# block 1

<file path="config.mk">
export PLATFORM = sky130hd
export DESIGN_NAME = serial_to_parallel_rx
export DESIGN_NICKNAME = d
export VERILOG_FILES = /design/src/rtl/serial_to_parallel_rx_pkg.sv /design/src/rtl/serial_to_parallel_rx_holder.sv /design/src/rtl/serial_to_parallel_rx.sv
export SDC_FILE = /design/constraint.sdc
export NUM_CORES = 1
export LEC_CHECK = 0
export ABC_AREA = 1
export ABC_CLOCK_PERIOD_IN_PS = 1600
export CAP_MARGIN = 10
export CORE_MARGIN = 5
export CORE_UTILIZATION = 49
export CTS_CLUSTER_SIZE = 10
export DETAILED_ROUTE_END_ITERATION = 10
export GPL_TIMING_DRIVEN = 0
export PLACE_DENSITY = 0.8
export SLEW_MARGIN = 20
export SYNTH_ARGS = -nofsm -noshare
export SYNTH_HDL_FRONTEND = slang
export SYNTH_SLANG_ARGS = --single-unit
</file>
<file path="constraint.sdc">
create_clock -name CLK -period 1.6 [get_ports CLK]
set_clock_uncertainty 0.2 [all_clocks]
set_input_delay 0.16 -clock CLK [delete_from_list [all_inputs] [get_ports CLK]]
set_output_delay 0.16 -clock CLK [all_outputs]
set_load 0.02 [all_outputs]
</file>
<file path="src/rtl/serial_to_parallel_rx_pkg.sv">
// Shared types and sizing helpers for the serial-to-parallel receiver.
package serial_to_parallel_rx_pkg;

   typedef enum logic {
      IDLE  = 1'b0,
      SHIFT = 1'b1
   } rx_state_t;

   localparam int RX_WIDTH_DEFAULT = 8;
   localparam int RX_CNT_W         = $clog2(RX_WIDTH_DEFAULT);

   function automatic int rx_cnt_width(input int width);
      return $clog2(width);
   endfunction

endpackage

</file>
<file path="src/rtl/serial_to_parallel_rx_holder.sv">
// Output word register with valid/ready handshake and sticky overflow flag.
module rx_output_holder
   import serial_to_parallel_rx_pkg::*;
#(
   parameter int               WIDTH         = 8,
   parameter logic [WIDTH-1:0] INITIAL_VALUE = {WIDTH{1'b0}}
) (
   input  logic             clk,
   input  logic             rst,
   input  logic             load,
   input  logic [WIDTH-1:0] word,
   input  logic             ready,
   input  logic             clr_err,
   output logic [WIDTH-1:0] q,
   output logic             valid,
   output logic             overflow
);

   logic accept;
   logic can_load;
   logic drop;

   assign accept   = valid & ready;
   assign can_load = ~valid | ready;
   assign drop     = load & ~can_load;

   always_ff @(posedge clk) begin
      if (rst) begin
         q     <= INITIAL_VALUE;
         valid <= 1'b0;
      end else if (load && can_load) begin
         q     <= word;
         valid <= 1'b1;
      end else if (accept) begin
         valid <= 1'b0;
      end
   end

   // A drop in the same cycle as a clear keeps the flag set.
   always_ff @(posedge clk) begin
      if (rst) begin
         overflow <= 1'b0;
      end else if (drop) begin
         overflow <= 1'b1;
      end else if (clr_err) begin
         overflow <= 1'b0;
      end
   end

endmodule

</file>
<file path="src/rtl/serial_to_parallel_rx.sv">
// MSB-first deserialiser framed by SYNC; hands complete words to the output holder.
//   state | meaning
//   IDLE  | waiting for a SYNC-qualified first bit
//   SHIFT | word partially received, collecting remaining bits
module serial_to_parallel_rx
   import serial_to_parallel_rx_pkg::*;
#(
   parameter int               WIDTH         = 8,
   parameter logic [WIDTH-1:0] INITIAL_VALUE = {WIDTH{1'b0}}
) (
   input  logic             CLK,
   input  logic             RST,
   input  logic             SDI,
   input  logic             CE,
   input  logic             SYNC,
   output logic [WIDTH-1:0] Q,
   output logic             VALID,
   input  logic             READY,
   output logic             BUSY,
   output logic             OVERFLOW,
   output logic             FRAME_ERR,
   input  logic             CLR_ERR
);

   localparam int CNT_W = rx_cnt_width(WIDTH);

   rx_state_t        state;
   rx_state_t        state_next;
   logic [WIDTH-1:0] shreg;
   logic [CNT_W-1:0] count;
   logic [WIDTH-1:0] word;
   logic             start;
   logic             resync;
   logic             advance;
   logic             complete;

   assign word = {shreg[WIDTH-2:0], SDI};

   always_ff @(posedge CLK) begin
      if (RST) begin
         state <= IDLE;
      end else begin
         state <= state_next;
      end
   end

   always_comb begin
      state_next = state;
      case (state)
         IDLE:    if (CE && SYNC) state_next = SHIFT;
         SHIFT:   if (CE && !SYNC && count == CNT_W'(WIDTH-1)) state_next = IDLE;
         default: state_next = IDLE;
      endcase
   end

   // SYNC outranks completion: a SYNC on what would be the last bit restarts the word.
   always_comb begin
      start    = 1'b0;
      resync   = 1'b0;
      advance  = 1'b0;
      complete = 1'b0;
      case (state)
         IDLE: start = CE & SYNC;
         SHIFT: begin
            resync   = CE & SYNC;
            complete = CE & ~SYNC & (count == CNT_W'(WIDTH-1));
            advance  = CE & ~SYNC & (count != CNT_W'(WIDTH-1));
         end
         default: ;
      endcase
   end

   assign BUSY = (state == SHIFT);

   always_ff @(posedge CLK) begin
      if (RST) begin
         shreg <= INITIAL_VALUE;
         count <= '0;
      end else if (start || resync) begin
         shreg <= word;
         count <= CNT_W'(1);
      end else if (advance) begin
         shreg <= word;
         count <= count + CNT_W'(1);
      end else if (complete) begin
         shreg <= word;
         count <= '0;
      end
   end

   always_ff @(posedge CLK) begin
      if (RST) begin
         FRAME_ERR <= 1'b0;
      end else if (resync) begin
         FRAME_ERR <= 1'b1;
      end else if (CLR_ERR) begin
         FRAME_ERR <= 1'b0;
      end
   end

   rx_output_holder #(
      .WIDTH         (WIDTH),
      .INITIAL_VALUE (INITIAL_VALUE)
   ) u_holder (
      .clk      (CLK),
      .rst      (RST),
      .load     (complete),
      .word     (word),
      .ready    (READY),
      .clr_err  (CLR_ERR),
      .q        (Q),
      .valid    (VALID),
      .overflow (OVERFLOW)
   );

endmodule

</file>
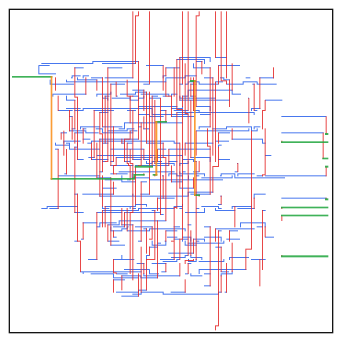
*Wiring by layer, block 1*
Scale: 6 px per um.
met4: in orange, wire length 44.9 um. met3: in green, wire length 60.2 um. met2: in red, wire length 980 um. met1: in blue, wire length 890 um.
total routed wirelength: 1980 um
via total after detailed routing: 810

==> CHANGELOG.md <==
### Physical design

* Buffer share of cell area at a little under a fifth
* Final routed wire length divided by cell count at roughly 12 um
* Area of all sequential standard cells at 443 um^2
* Cell area reported after detailed placement at approximately 1100 um^2
* Tally of non-filler cells in the final layout at approximately 170
* Post-synthesis cell count from yosys at 118
* Slew at the pin closest to its max-slew limit at 0.209 ns
* Post-layout nets at approximately 150
* Total routed wire length on the met1 layer at roughly 890 um
* Cts hold-fix bufs at 0
* Largest net degree at the start of global routing at 13
* Area fraction in full adders, half adders and majority gates at 2.68%
* DRC violations left at 0
* Reg-to-reg endpoint: u_holder.q[6]$_SDFFE_PP0P_
* Layout overhead on the synthesized area at 28.6%
* Power share of the combinational group at 10.4%
* ANT nets after route at 0
* Leading registers by flop count: u_holder.q: 8 flops, shreg: 7 flops, count: 3 flops
* Layer with the highest usage after global routing: met2
* Combined area of all synthesized cells at ~930 um^2
* Proportion of cell area occupied by multi-input gates at roughly 34%
* Initial drt markers at 13
* Global-route met3 utilization at 2.49%
* Data required time of the worst path at around 1.6 ns
* Final Hold Viols at 0
* Clock latency on the worst-skew pair at 0.31 ns
* Number of flip-flops in the largest register at 8
* Synthesized-area fraction occupied by and/or/nand/nor cells at between 20% and 30%
* Largest fanout on the critical path at 8
* Net count after synthesis at ~130
* Clk sinks at 22
* RSZ-0062 raised after global routing: no
* CP top delay family: simple AND/OR/NAND/NOR gates
* Number of diodes added for antenna fixing at 0
* Most numerous cell in the Yosys netlist: sky130_fd_sc_hd__dfxtp_1
* Number of sequential cells in the layout at 22
* DP Wirelength at roughly 1500 um
* GRT Total Usage at 16.0%
* Non-CTS buffers at 24
* Reported combinational group power at 0.102 mW
* Relative contribution of the clock network to total power at a little under a third
* Met2 routed wirelength at ~1000 um
* Most flop-heavy register: u_holder.q
* Clock root cell: sky130_fd_sc_hd__clkbuf_4
* Average size of a mapped cell at about 7.9 um^2
* Ratio of cells with drive above 1 in the final layout at between 10% and 20%
* Commonest register cell after synthesis: sky130_fd_sc_hd__dfxtp_1
* Cell count after synthesis at around 120
* Clock-pin transition on the worst setup and hold timing paths at 0.13 ns
* Number of enable flip-flop cells at 0
* Result of the run: complete, no violations
* # Max-Cap Violations at 0
* Net Sw Frac at 23.6%
* Cell chain of the critical path: ha_2 > ha_4 > nand4_1 > nor2_4 > nor2_1 > nor2_1
* First-pass iteration count of the detailed router at 4
* Ao+oa area frac at between 10% and 20%
* Hold Startpoint: SDI
* Stages on worst setup path at 6

# block 2

**src/rtl/sobel_pkg.sv**
```systemverilog
// sobel_pkg: shared pixel, window and gradient types for the Sobel stage.
// Helpers widen pixels into the signed gradient domain and take magnitudes.
package sobel_pkg;

   typedef logic [7:0]         pixel_t;
   typedef pixel_t [0:8]       window_t;
   typedef logic signed [10:0] grad_t;
   typedef logic [10:0]        mag_t;

   localparam pixel_t PIX_MAX = 8'd255;

   function automatic grad_t widen(input pixel_t p);
      return grad_t'({3'b000, p});
   endfunction

   function automatic mag_t abs_grad(input grad_t g);
      return g[10] ? mag_t'(-g) : mag_t'(g);
   endfunction

endpackage

```
**src/rtl/sobel_kernel.sv**
```systemverilog
// sobel_kernel: combinational horizontal/vertical Sobel gradients of a 3x3 window.
// The centre pixel carries zero weight in both kernels.
module sobel_kernel
   import sobel_pkg::*;
(
   input  window_t win,
   output grad_t   gx,
   output grad_t   gy
);

   grad_t gx_pos, gx_neg, gy_pos, gy_neg;
   logic  unused_center;

   assign gx_pos = widen(win[2]) + (widen(win[5]) <<< 1) + widen(win[8]);
   assign gx_neg = widen(win[0]) + (widen(win[3]) <<< 1) + widen(win[6]);
   assign gy_pos = widen(win[6]) + (widen(win[7]) <<< 1) + widen(win[8]);
   assign gy_neg = widen(win[0]) + (widen(win[1]) <<< 1) + widen(win[2]);

   assign gx = gx_pos - gx_neg;
   assign gy = gy_pos - gy_neg;

   assign unused_center = ^win[4];

endmodule

```
**src/rtl/sobel_gradient.sv**
```systemverilog
// sobel_gradient: 3-stage Sobel edge pipeline with valid/ready flow and frame count.
// Define SOBEL_THRESHOLD_EN to binarise the output against THRESHOLD.
module sobel_gradient
   import sobel_pkg::*;
#(
   parameter int     OUT_PIXELS = 16,
   parameter pixel_t THRESHOLD  = 8'd128
) (
   input  logic    clk,
   input  logic    rst,
   input  logic    win_valid,
   input  window_t window_in,
   output logic    win_ready,
   output pixel_t  pixel_out,
   output logic    pixel_valid,
   input  logic    pixel_ready,
   output logic    frame_done
);

   localparam int            CW   = $clog2(OUT_PIXELS + 1);
   localparam logic [CW-1:0] LAST = CW'(OUT_PIXELS - 1);

   grad_t         gx_c, gy_c;
   grad_t         gx_q, gy_q;
   mag_t          mag_q;
   pixel_t        pix_c;
   logic          v1, v2;
   logic          ld1, ld2, ld3;
   logic          xfer;
   logic [CW-1:0] cnt;

   sobel_kernel u_kernel (
      .win (window_in),
      .gx  (gx_c),
      .gy  (gy_c)
   );

   assign ld3       = !pixel_valid || pixel_ready;
   assign ld2       = !v2 || ld3;
   assign ld1       = !v1 || ld2;
   assign win_ready = ld1;
   assign xfer      = pixel_valid && pixel_ready;

   // S1: capture gradients of an accepted window
   always_ff @(posedge clk) begin
      if (rst) begin
         v1   <= 1'b0;
         gx_q <= '0;
         gy_q <= '0;
      end else if (ld1) begin
         v1 <= win_valid;
         if (win_valid) begin
            gx_q <= gx_c;
            gy_q <= gy_c;
         end
      end
   end

   // S2: L1 magnitude of the gradient pair
   always_ff @(posedge clk) begin
      if (rst) begin
         v2    <= 1'b0;
         mag_q <= '0;
      end else if (ld2) begin
         v2 <= v1;
         if (v1) begin
            mag_q <= abs_grad(gx_q) + abs_grad(gy_q);
         end
      end
   end

   // Output pixel mapping from the magnitude
   always_comb begin
      pix_c = '0;
`ifdef SOBEL_THRESHOLD_EN
      pix_c = (mag_q >= mag_t'(THRESHOLD)) ? PIX_MAX : 8'd0;
`else
      pix_c = (mag_q > mag_t'(PIX_MAX)) ? PIX_MAX : mag_q[7:0];
`endif
   end

`ifndef SOBEL_THRESHOLD_EN
   logic thr_unused;
   assign thr_unused = ^THRESHOLD;
`endif

   // S3: registered output, held while downstream stalls
   always_ff @(posedge clk) begin
      if (rst) begin
         pixel_valid <= 1'b0;
         pixel_out   <= '0;
      end else if (ld3) begin
         pixel_valid <= v2;
         if (v2) begin
            pixel_out <= pix_c;
         end
      end
   end

   // Count transfers and pulse on the last pixel of each frame
   always_ff @(posedge clk) begin
      if (rst) begin
         cnt        <= '0;
         frame_done <= 1'b0;
      end else begin
         frame_done <= 1'b0;
         if (xfer) begin
            if (cnt == LAST) begin
               cnt        <= '0;
               frame_done <= 1'b1;
            end else begin
               cnt <= cnt + CW'(1);
            end
         end
      end
   end

endmodule

```
**config.mk**
```make
export PLATFORM = sky130hd
export DESIGN_NAME = sobel_gradient
export DESIGN_NICKNAME = d
export VERILOG_FILES = /design/src/rtl/sobel_pkg.sv /design/src/rtl/sobel_kernel.sv /design/src/rtl/sobel_gradient.sv
export SDC_FILE = /design/constraint.sdc
export NUM_CORES = 1
export LEC_CHECK = 0
export CAP_MARGIN = 15
export CORE_MARGIN = 1.5
export CORE_UTILIZATION = 25
export DETAILED_ROUTE_END_ITERATION = 12
export GPL_ROUTABILITY_DRIVEN = 0
export PLACE_DENSITY_LB_ADDON = 0.12
export SLEW_MARGIN = 20
export SYNTH_ARGS = -nofsm -noshare
export SYNTH_HDL_FRONTEND = slang
export SYNTH_SLANG_ARGS = --single-unit
```
**constraint.sdc**
```tcl
create_clock -name clk -period 6.35 [get_ports clk]
set_clock_uncertainty 0.1 [all_clocks]
set_input_delay 1.27 -clock clk [delete_from_list [all_inputs] [get_ports clk]]
set_output_delay 1.27 -clock clk [all_outputs]
set_load 0.01 [all_outputs]
```
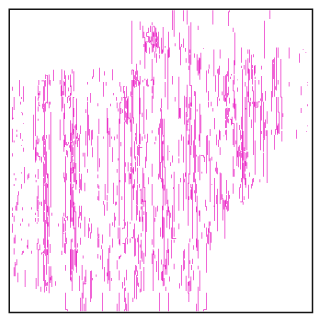
*Metal 2, block 2*
Scale: 2 px per um.
The longest straight run is 66.3 um. The layer carries 6210 um of wire.

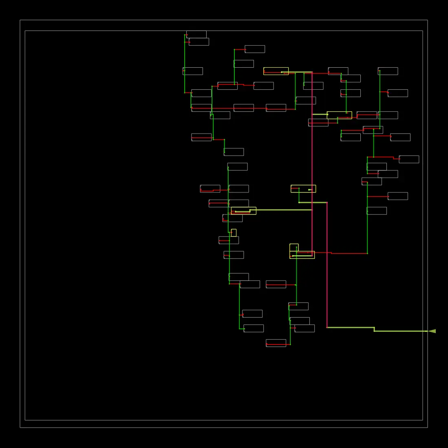
*Clock nets, block 2*
clock latency on the worst-skew pair: 0.29 ns
number of clock-tree buffers in the layout: 5
clk sinks: 50
number of buffers created by CTS: 5

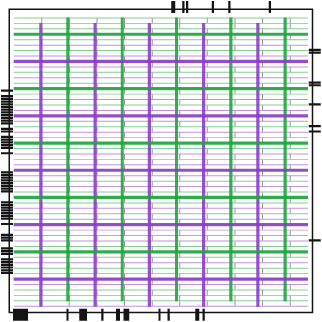
*Floorplan with the power grid, block 2*
Scale: 2 px per um. Pins as bars on the die edge. Tap cells in grey.
VDD: in green. VSS: in purple.
10 straps on met4. 10 straps on met5.
VDD IR-drop max: 0.122 mV
width of the die: 151 um
Die Height: 151 um
CORE AREA: 21200 um^2

==> CHANGELOG.md <==
### Physical design

* Chip area estimate from yosys synthesis at ~5500 um^2
* Tally of non-filler cells in the final layout at 1006
* Slowest stage delay, CP at 0.50 ns
* Cts hold-fix bufs at 0
* Ao+oa area frac at about a fifth
* Cell chain of the critical path: clkdlybuf4s50_1 > ha_1 > fa_1 > a21o_1 > a21oi_1 > o21bai_1 > a21oi_1 > xnor2_1 > fa_1 > inv_1 > fa_1 > inv_1 > ha_1 > a21o_1 > a21o_1 > a221oi_1 > o311ai_0
* Hold_ws at 0.360 ns
* DP Wirelength at between 10000 and 15000 um
* Hold Path End: mag_q[4]$_SDFFE_PP0P_
* Category of the worst setup path launch point: input pin
* Async SR Flop Fraction at 0%
* Final routed wire length divided by cell count at about 13 um
* Leading registers by flop count: gx_q: 11 flops, gy_q: 11 flops, mag_q: 11 flops
* Number of warning messages in the logs at 34
* Main power group: combinational logic
* Ratio of cells with drive above 1 in the final layout at roughly 3.3%
* Synthesized-area fraction occupied by and/or/nand/nor cells at between 10% and 20%
* Total routed wirelength at around 13000 um
* Via count of the first global-routing pass at between 4000 and 5000
* Fin worst setup slack at around 0.75 ns
* Most used logic cell in the final layout: sky130_fd_sc_hd__inv_1
* # resized after CTS at 0
* Cell class with the largest area share: combinational gates
* Starting density of the core at between 20 and 30%
* Beginning of the worst register-to-register path: gy_q[0]$_SDFFE_PP0P_
* Cell count after synthesis at approximately 660
* Main logic family after synthesis: adder cells
* Clock root cell: sky130_fd_sc_hd__clkbuf_16
* Area of all sequential standard cells at between 1000 and 1500 um^2
* Worst setup slack before clock tree synthesis at 0.424 ns
* Result of the run: complete, no violations
* Proportion of cell area occupied by multi-input gates at between 60% and 70%
* Crit path DAT at roughly 5.6 ns
* Number of tap instances at ~280
* Number of sequential cells in the layout at about 50
* CP top delay family: adder cells
* Number of antenna violations at the first check in global routing at 0
* Setup repair bufs after CTS at 0
* Most frequent logic cells in the routed design: sky130_fd_sc_hd__inv_1, sky130_fd_sc_hd__clkdlybuf4s50_1, sky130_fd_sc_hd__nand2_1, sky130_fd_sc_hd__ha_1, sky130_fd_sc_hd__dfxtp_1
* Cell area reported after detailed placement at approximately 6500 um^2
* # Max-Cap Violations at 0
* Final design area excluding fillers at between 6000 and 7000 um^2
* Cells on Worst Hold Path at 2
* Top cells by area, synth: sky130_fd_sc_hd__dfxtp_1, sky130_fd_sc_hd__ha_1, sky130_fd_sc_hd__fa_1
* Non-CTS buffers at a little under 80
* Critical Path End: gy_q[10]$_SDFFE_PP0P_
* Sequential cell area fraction in the yosys report at about 18%
* Met2 usage in global routing at about 22%
* Count of pins over their slew limit at 0
* Data required time of the worst path at around 6.4 ns
* Average via count per standard cell at 4.49
* Total routed wire length on the met1 layer at 6280 um
* Total congestion overflow after global routing at 0
* Quantity of I/O buffers inserted on ports at ~78
* Category of the worst setup path capture point: flip-flop
* Dominant cell type by area after synthesis: sky130_fd_sc_hd__dfxtp_1
* Leakage at about 3 nW
* DRC violations left at 0
* Number of instances in the placed design at about 1000
* Most numerous cell in the Yosys netlist: sky130_fd_sc_hd__inv_1
* Final worst path period need at 5.60 ns
* RSZ-0062 raised after global routing: no

# block 3

### Metal 2, block 3

Scale: 2 px per um.
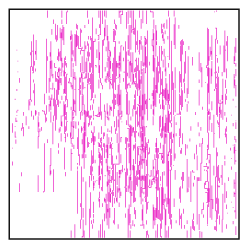
`src/rtl/sprite_renderer_if.sv`:
```
// ---------------------------------------------------------------------------
// sprite_renderer_if
//   Bus between the sprite renderer and its two external synchronous ROMs.
//   Both ROMs return data one clock after the address is presented.
//   master : renderer side (drives addresses, receives data)
//   slave  : ROM side      (receives addresses, drives data)
// Signals
//   map_addr  MAP_AW    colour-map ROM address
//   map_data  PAL_BITS  colour-map ROM data (palette index)
//   pal_addr  PAL_BITS  palette ROM address
//   pal_data  24        palette ROM RGB
// ---------------------------------------------------------------------------
interface sprite_renderer_if #(
    parameter int MAP_AW   = 14,
    parameter int PAL_BITS = 4
);
    logic [MAP_AW-1:0]   map_addr;
    logic [PAL_BITS-1:0] map_data;
    logic [PAL_BITS-1:0] pal_addr;
    logic [23:0]         pal_data;

    modport master (
        output map_addr,
        output pal_addr,
        input  map_data,
        input  pal_data
    );

    modport slave (
        input  map_addr,
        input  pal_addr,
        output map_data,
        output pal_data
    );
endinterface

```
`src/rtl/sprite_renderer.sv`:
```
// ---------------------------------------------------------------------------
// sprite_renderer
//   Multi-frame sprite pixel generator. For every pixel position it looks up a
//   palette index in the colour-map ROM, then the RGB value in the palette ROM,
//   and emits the pixel with a valid flag for the video mixer. Fixed 5-cycle
//   latency from hcount/vcount to pixel_o/pixel_vld_o, no stalls.
//   Position, frame, mirror and enable are shadowed once per video frame.
// Ports
//   clk          pixel clock
//   rst_n        asynchronous active-low reset
//   hcount_i     current pixel column (11 bit)
//   vcount_i     current pixel row (10 bit)
//   blank_i      blanking interval, suppresses drawing
//   enable_i     sprite shown (takes effect at frame start)
//   x_i, y_i     sprite top-left corner (16 bit each)
//   frame_sel_i  animation frame index, clamped to NUM_FRAMES-1
//   mirror_i     horizontal flip
//   rom          ROM bus (master side)
//   pixel_o      RGB, zero when not valid
//   pixel_vld_o  opaque sprite pixel this cycle
// ---------------------------------------------------------------------------
module sprite_renderer #(
    parameter int SPRITE_W   = 64,
    parameter int SPRITE_H   = 64,
    parameter int NUM_FRAMES = 3,
    parameter int PAL_BITS   = 4,
    parameter int MAP_AW     = 14,
    parameter int TRANSP_IDX = 0
) (
    input  logic        clk,
    input  logic        rst_n,
    input  logic [10:0] hcount_i,
    input  logic [9:0]  vcount_i,
    input  logic        blank_i,
    input  logic        enable_i,
    input  logic [15:0] x_i,
    input  logic [15:0] y_i,
    input  logic [7:0]  frame_sel_i,
    input  logic        mirror_i,
    sprite_renderer_if.master rom,
    output logic [23:0] pixel_o,
    output logic        pixel_vld_o
);
    localparam int unsigned FRAME_SZ = SPRITE_W * SPRITE_H;
    localparam logic signed [16:0] W_S = 17'(SPRITE_W);
    localparam logic signed [16:0] H_S = 17'(SPRITE_H);

    // Shadow registers, loaded only at the first pixel of a video frame
    logic [15:0] xs_q, xs_d;
    logic [15:0] ys_q, ys_d;
    logic [7:0]  frame_q, frame_d;
    logic        mirror_q, mirror_d;
    logic        en_q, en_d;

    logic              frame_start;
    logic signed [16:0] dx, dy;
    logic              in_box;
    logic [15:0]       col;
    logic [MAP_AW-1:0] addr;

    logic [MAP_AW-1:0]   map_addr_q, map_addr_d;
    logic [PAL_BITS-1:0] pal_addr_q;
    logic                v1_q, v2_q, v3_q, v4_q;
    logic [23:0]         pixel_q;
    logic                pixel_vld_q;

    assign frame_start = (hcount_i == 11'd0) && (vcount_i == 10'd0);

    always_comb begin
        xs_d     = xs_q;
        ys_d     = ys_q;
        frame_d  = frame_q;
        mirror_d = mirror_q;
        en_d     = en_q;
        if (frame_start) begin
            xs_d     = x_i;
            ys_d     = y_i;
            frame_d  = (frame_sel_i >= 8'(NUM_FRAMES)) ? 8'(NUM_FRAMES - 1) : frame_sel_i;
            mirror_d = mirror_i;
            en_d     = enable_i;
        end
    end

    // Stage 0: 17-bit signed offsets. The extra bit keeps large x/y from
    // wrapping into range, so a sprite placed beyond column 2047 is never drawn.
    assign dx = $signed({6'd0, hcount_i}) - $signed({1'b0, xs_q});
    assign dy = $signed({7'd0, vcount_i}) - $signed({1'b0, ys_q});

    assign in_box = en_q & ~blank_i
                  & ~dx[16] & (dx < W_S)
                  & ~dy[16] & (dy < H_S);

    // Only meaningful when in_box, where dx/dy are small and non-negative
    assign col  = mirror_q ? (16'(SPRITE_W - 1) - dx[15:0]) : dx[15:0];
    assign addr = MAP_AW'(32'(frame_q) * FRAME_SZ
                        + 32'(dy[15:0]) * 32'(SPRITE_W)
                        + 32'(col));

    // Outside the box the address is held to avoid needless ROM toggling
    assign map_addr_d = in_box ? addr : map_addr_q;

    always_ff @(posedge clk or negedge rst_n) begin
        if (!rst_n) begin
            xs_q        <= '0;
            ys_q        <= '0;
            frame_q     <= '0;
            mirror_q    <= 1'b0;
            en_q        <= 1'b0;
            map_addr_q  <= '0;
            pal_addr_q  <= '0;
            v1_q        <= 1'b0;
            v2_q        <= 1'b0;
            v3_q        <= 1'b0;
            v4_q        <= 1'b0;
            pixel_q     <= '0;
            pixel_vld_q <= 1'b0;
        end else begin
            xs_q        <= xs_d;
            ys_q        <= ys_d;
            frame_q     <= frame_d;
            mirror_q    <= mirror_d;
            en_q        <= en_d;
            // t+1: map ROM address
            map_addr_q  <= map_addr_d;
            v1_q        <= in_box;
            // t+2: map ROM data returns
            v2_q        <= v1_q;
            // t+3: index becomes palette address; transparent key drops validity
            pal_addr_q  <= rom.map_data;
            v3_q        <= v2_q & (rom.map_data != PAL_BITS'(TRANSP_IDX));
            // t+4: palette data returns
            v4_q        <= v3_q;
            // t+5: output
            pixel_q     <= v4_q ? rom.pal_data : 24'h0;
            pixel_vld_q <= v4_q;
        end
    end

    assign rom.map_addr = map_addr_q;
    assign rom.pal_addr = pal_addr_q;
    assign pixel_o      = pixel_q;
    assign pixel_vld_o  = pixel_vld_q;

endmodule

```
`src/flat_wrapper.sv`:
```
// flat-port wrapper written by rule: the top's interface ports become plain ports
module sprite_renderer_flat 
#(
    parameter int SPRITE_W   = 64,
    parameter int SPRITE_H   = 64,
    parameter int NUM_FRAMES = 3,
    parameter int PAL_BITS   = 4,
    parameter int MAP_AW     = 14,
    parameter int TRANSP_IDX = 0
)
  (clk, rst_n, hcount_i, vcount_i, blank_i, enable_i, x_i, y_i, frame_sel_i, mirror_i, pixel_o, pixel_vld_o, rom_map_addr, rom_pal_addr, rom_map_data, rom_pal_data);
  sprite_renderer_if #(.MAP_AW(MAP_AW), .PAL_BITS(PAL_BITS)) rom_i ();
  input  logic clk;
  input  logic rst_n;
  input  logic [10:0] hcount_i;
  input  logic [9:0] vcount_i;
  input  logic blank_i;
  input  logic enable_i;
  input  logic [15:0] x_i;
  input  logic [15:0] y_i;
  input  logic [7:0] frame_sel_i;
  input  logic mirror_i;
  output logic [23:0] pixel_o;
  output logic pixel_vld_o;
  output wire logic [$bits(rom_i.map_addr)-1:0] rom_map_addr;
  output wire logic [$bits(rom_i.pal_addr)-1:0] rom_pal_addr;
  input wire logic [$bits(rom_i.map_data)-1:0] rom_map_data;
  input wire logic [$bits(rom_i.pal_data)-1:0] rom_pal_data;
  assign rom_map_addr = rom_i.map_addr;
  assign rom_pal_addr = rom_i.pal_addr;
  assign rom_i.map_data = rom_map_data;
  assign rom_i.pal_data = rom_pal_data;
  sprite_renderer #(.SPRITE_W(SPRITE_W), .SPRITE_H(SPRITE_H), .NUM_FRAMES(NUM_FRAMES), .PAL_BITS(PAL_BITS), .MAP_AW(MAP_AW), .TRANSP_IDX(TRANSP_IDX)) u_core (.clk(clk), .rst_n(rst_n), .hcount_i(hcount_i), .vcount_i(vcount_i), .blank_i(blank_i), .enable_i(enable_i), .x_i(x_i), .y_i(y_i), .frame_sel_i(frame_sel_i), .mirror_i(mirror_i), .rom(rom_i), .pixel_o(pixel_o), .pixel_vld_o(pixel_vld_o));
endmodule
```
`config.mk`:
```
export PLATFORM = sky130hd
export DESIGN_NAME = sprite_renderer_flat
export DESIGN_NICKNAME = d
export VERILOG_FILES = /design/src/rtl/sprite_renderer_if.sv /design/src/rtl/sprite_renderer.sv /design/src/flat_wrapper.sv
export SDC_FILE = /design/constraint.sdc
export NUM_CORES = 1
export LEC_CHECK = 0
export ABC_AREA = 1
export ABC_CLOCK_PERIOD_IN_PS = 6500
export CORE_MARGIN = 2
export CORE_UTILIZATION = 45
export CTS_CLUSTER_DIAMETER = 100
export DETAILED_ROUTE_END_ITERATION = 10
export PLACE_DENSITY = 0.76
export REMOVE_ABC_BUFFERS = 1
export SYNTH_ARGS = -nofsm -noshare
export SYNTH_HDL_FRONTEND = slang
export SYNTH_SLANG_ARGS = --single-unit
```
`constraint.sdc`:
```
create_clock -name clk -period 6.5 [get_ports clk]
set_input_delay 1.3 -clock clk [delete_from_list [all_inputs] [get_ports clk]]
set_output_delay 1.3 -clock clk [all_outputs]
set_load 0.05 [all_outputs]
```
==> CHANGELOG.md <==
### Physical design

* Average via count per standard cell at 4.81
* Wire length of the first global-routing pass at around 22000 um
* Multi-input logic cell count at ~500
* Total of warnings raised by yosys at 0
* Setup_tns at 0 ns
* Sequential cell area fraction in the yosys report at between 30% and 40%
* Post-layout total power at 1.24 mW
* Result of the run: complete, no violations
* Starting density of the core at approximately 46%
* Reg-to-reg endpoint: u_core.rom.map_addr[13]$_DFFE_PN0P_
* Beginning of the worst register-to-register path: u_core.xs_q[0]$_DFFE_PN0P_
* Area of combinational cells with multiple inputs at 2780 um^2
* Total power divided by cell area at 171 nW/um^2
* Count of pins over their slew limit at 0
* Largest fanout on the critical path at 4
## Picture notes: 'Metal 2' of block 3
The layer holds 46% of the routed length. 781 nets have wire on it. The longest straight run is 44.9 um.



==> notes/layouts.md <==
Pictures saved along the way, in no particular order.

Signal wires on met3.
Plate I
Scale: 2 px per um.
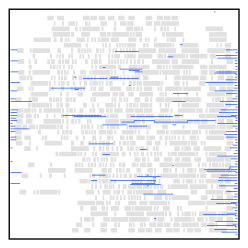
Plate II
Scale: 4 px per um.
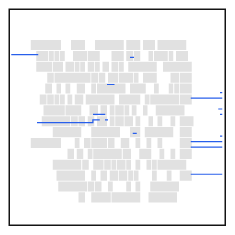
Plate III
Scale: 2 px per um.
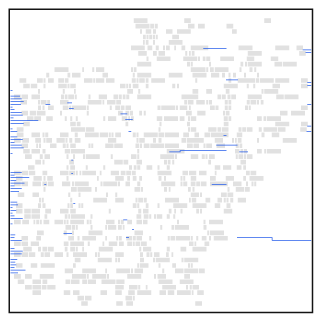
Plate II: block 1
Plate III: block 2
Plate I: block 3
Of these, largest die: Plate III

No activity file was given, so power comes from the tool's default toggle rates.
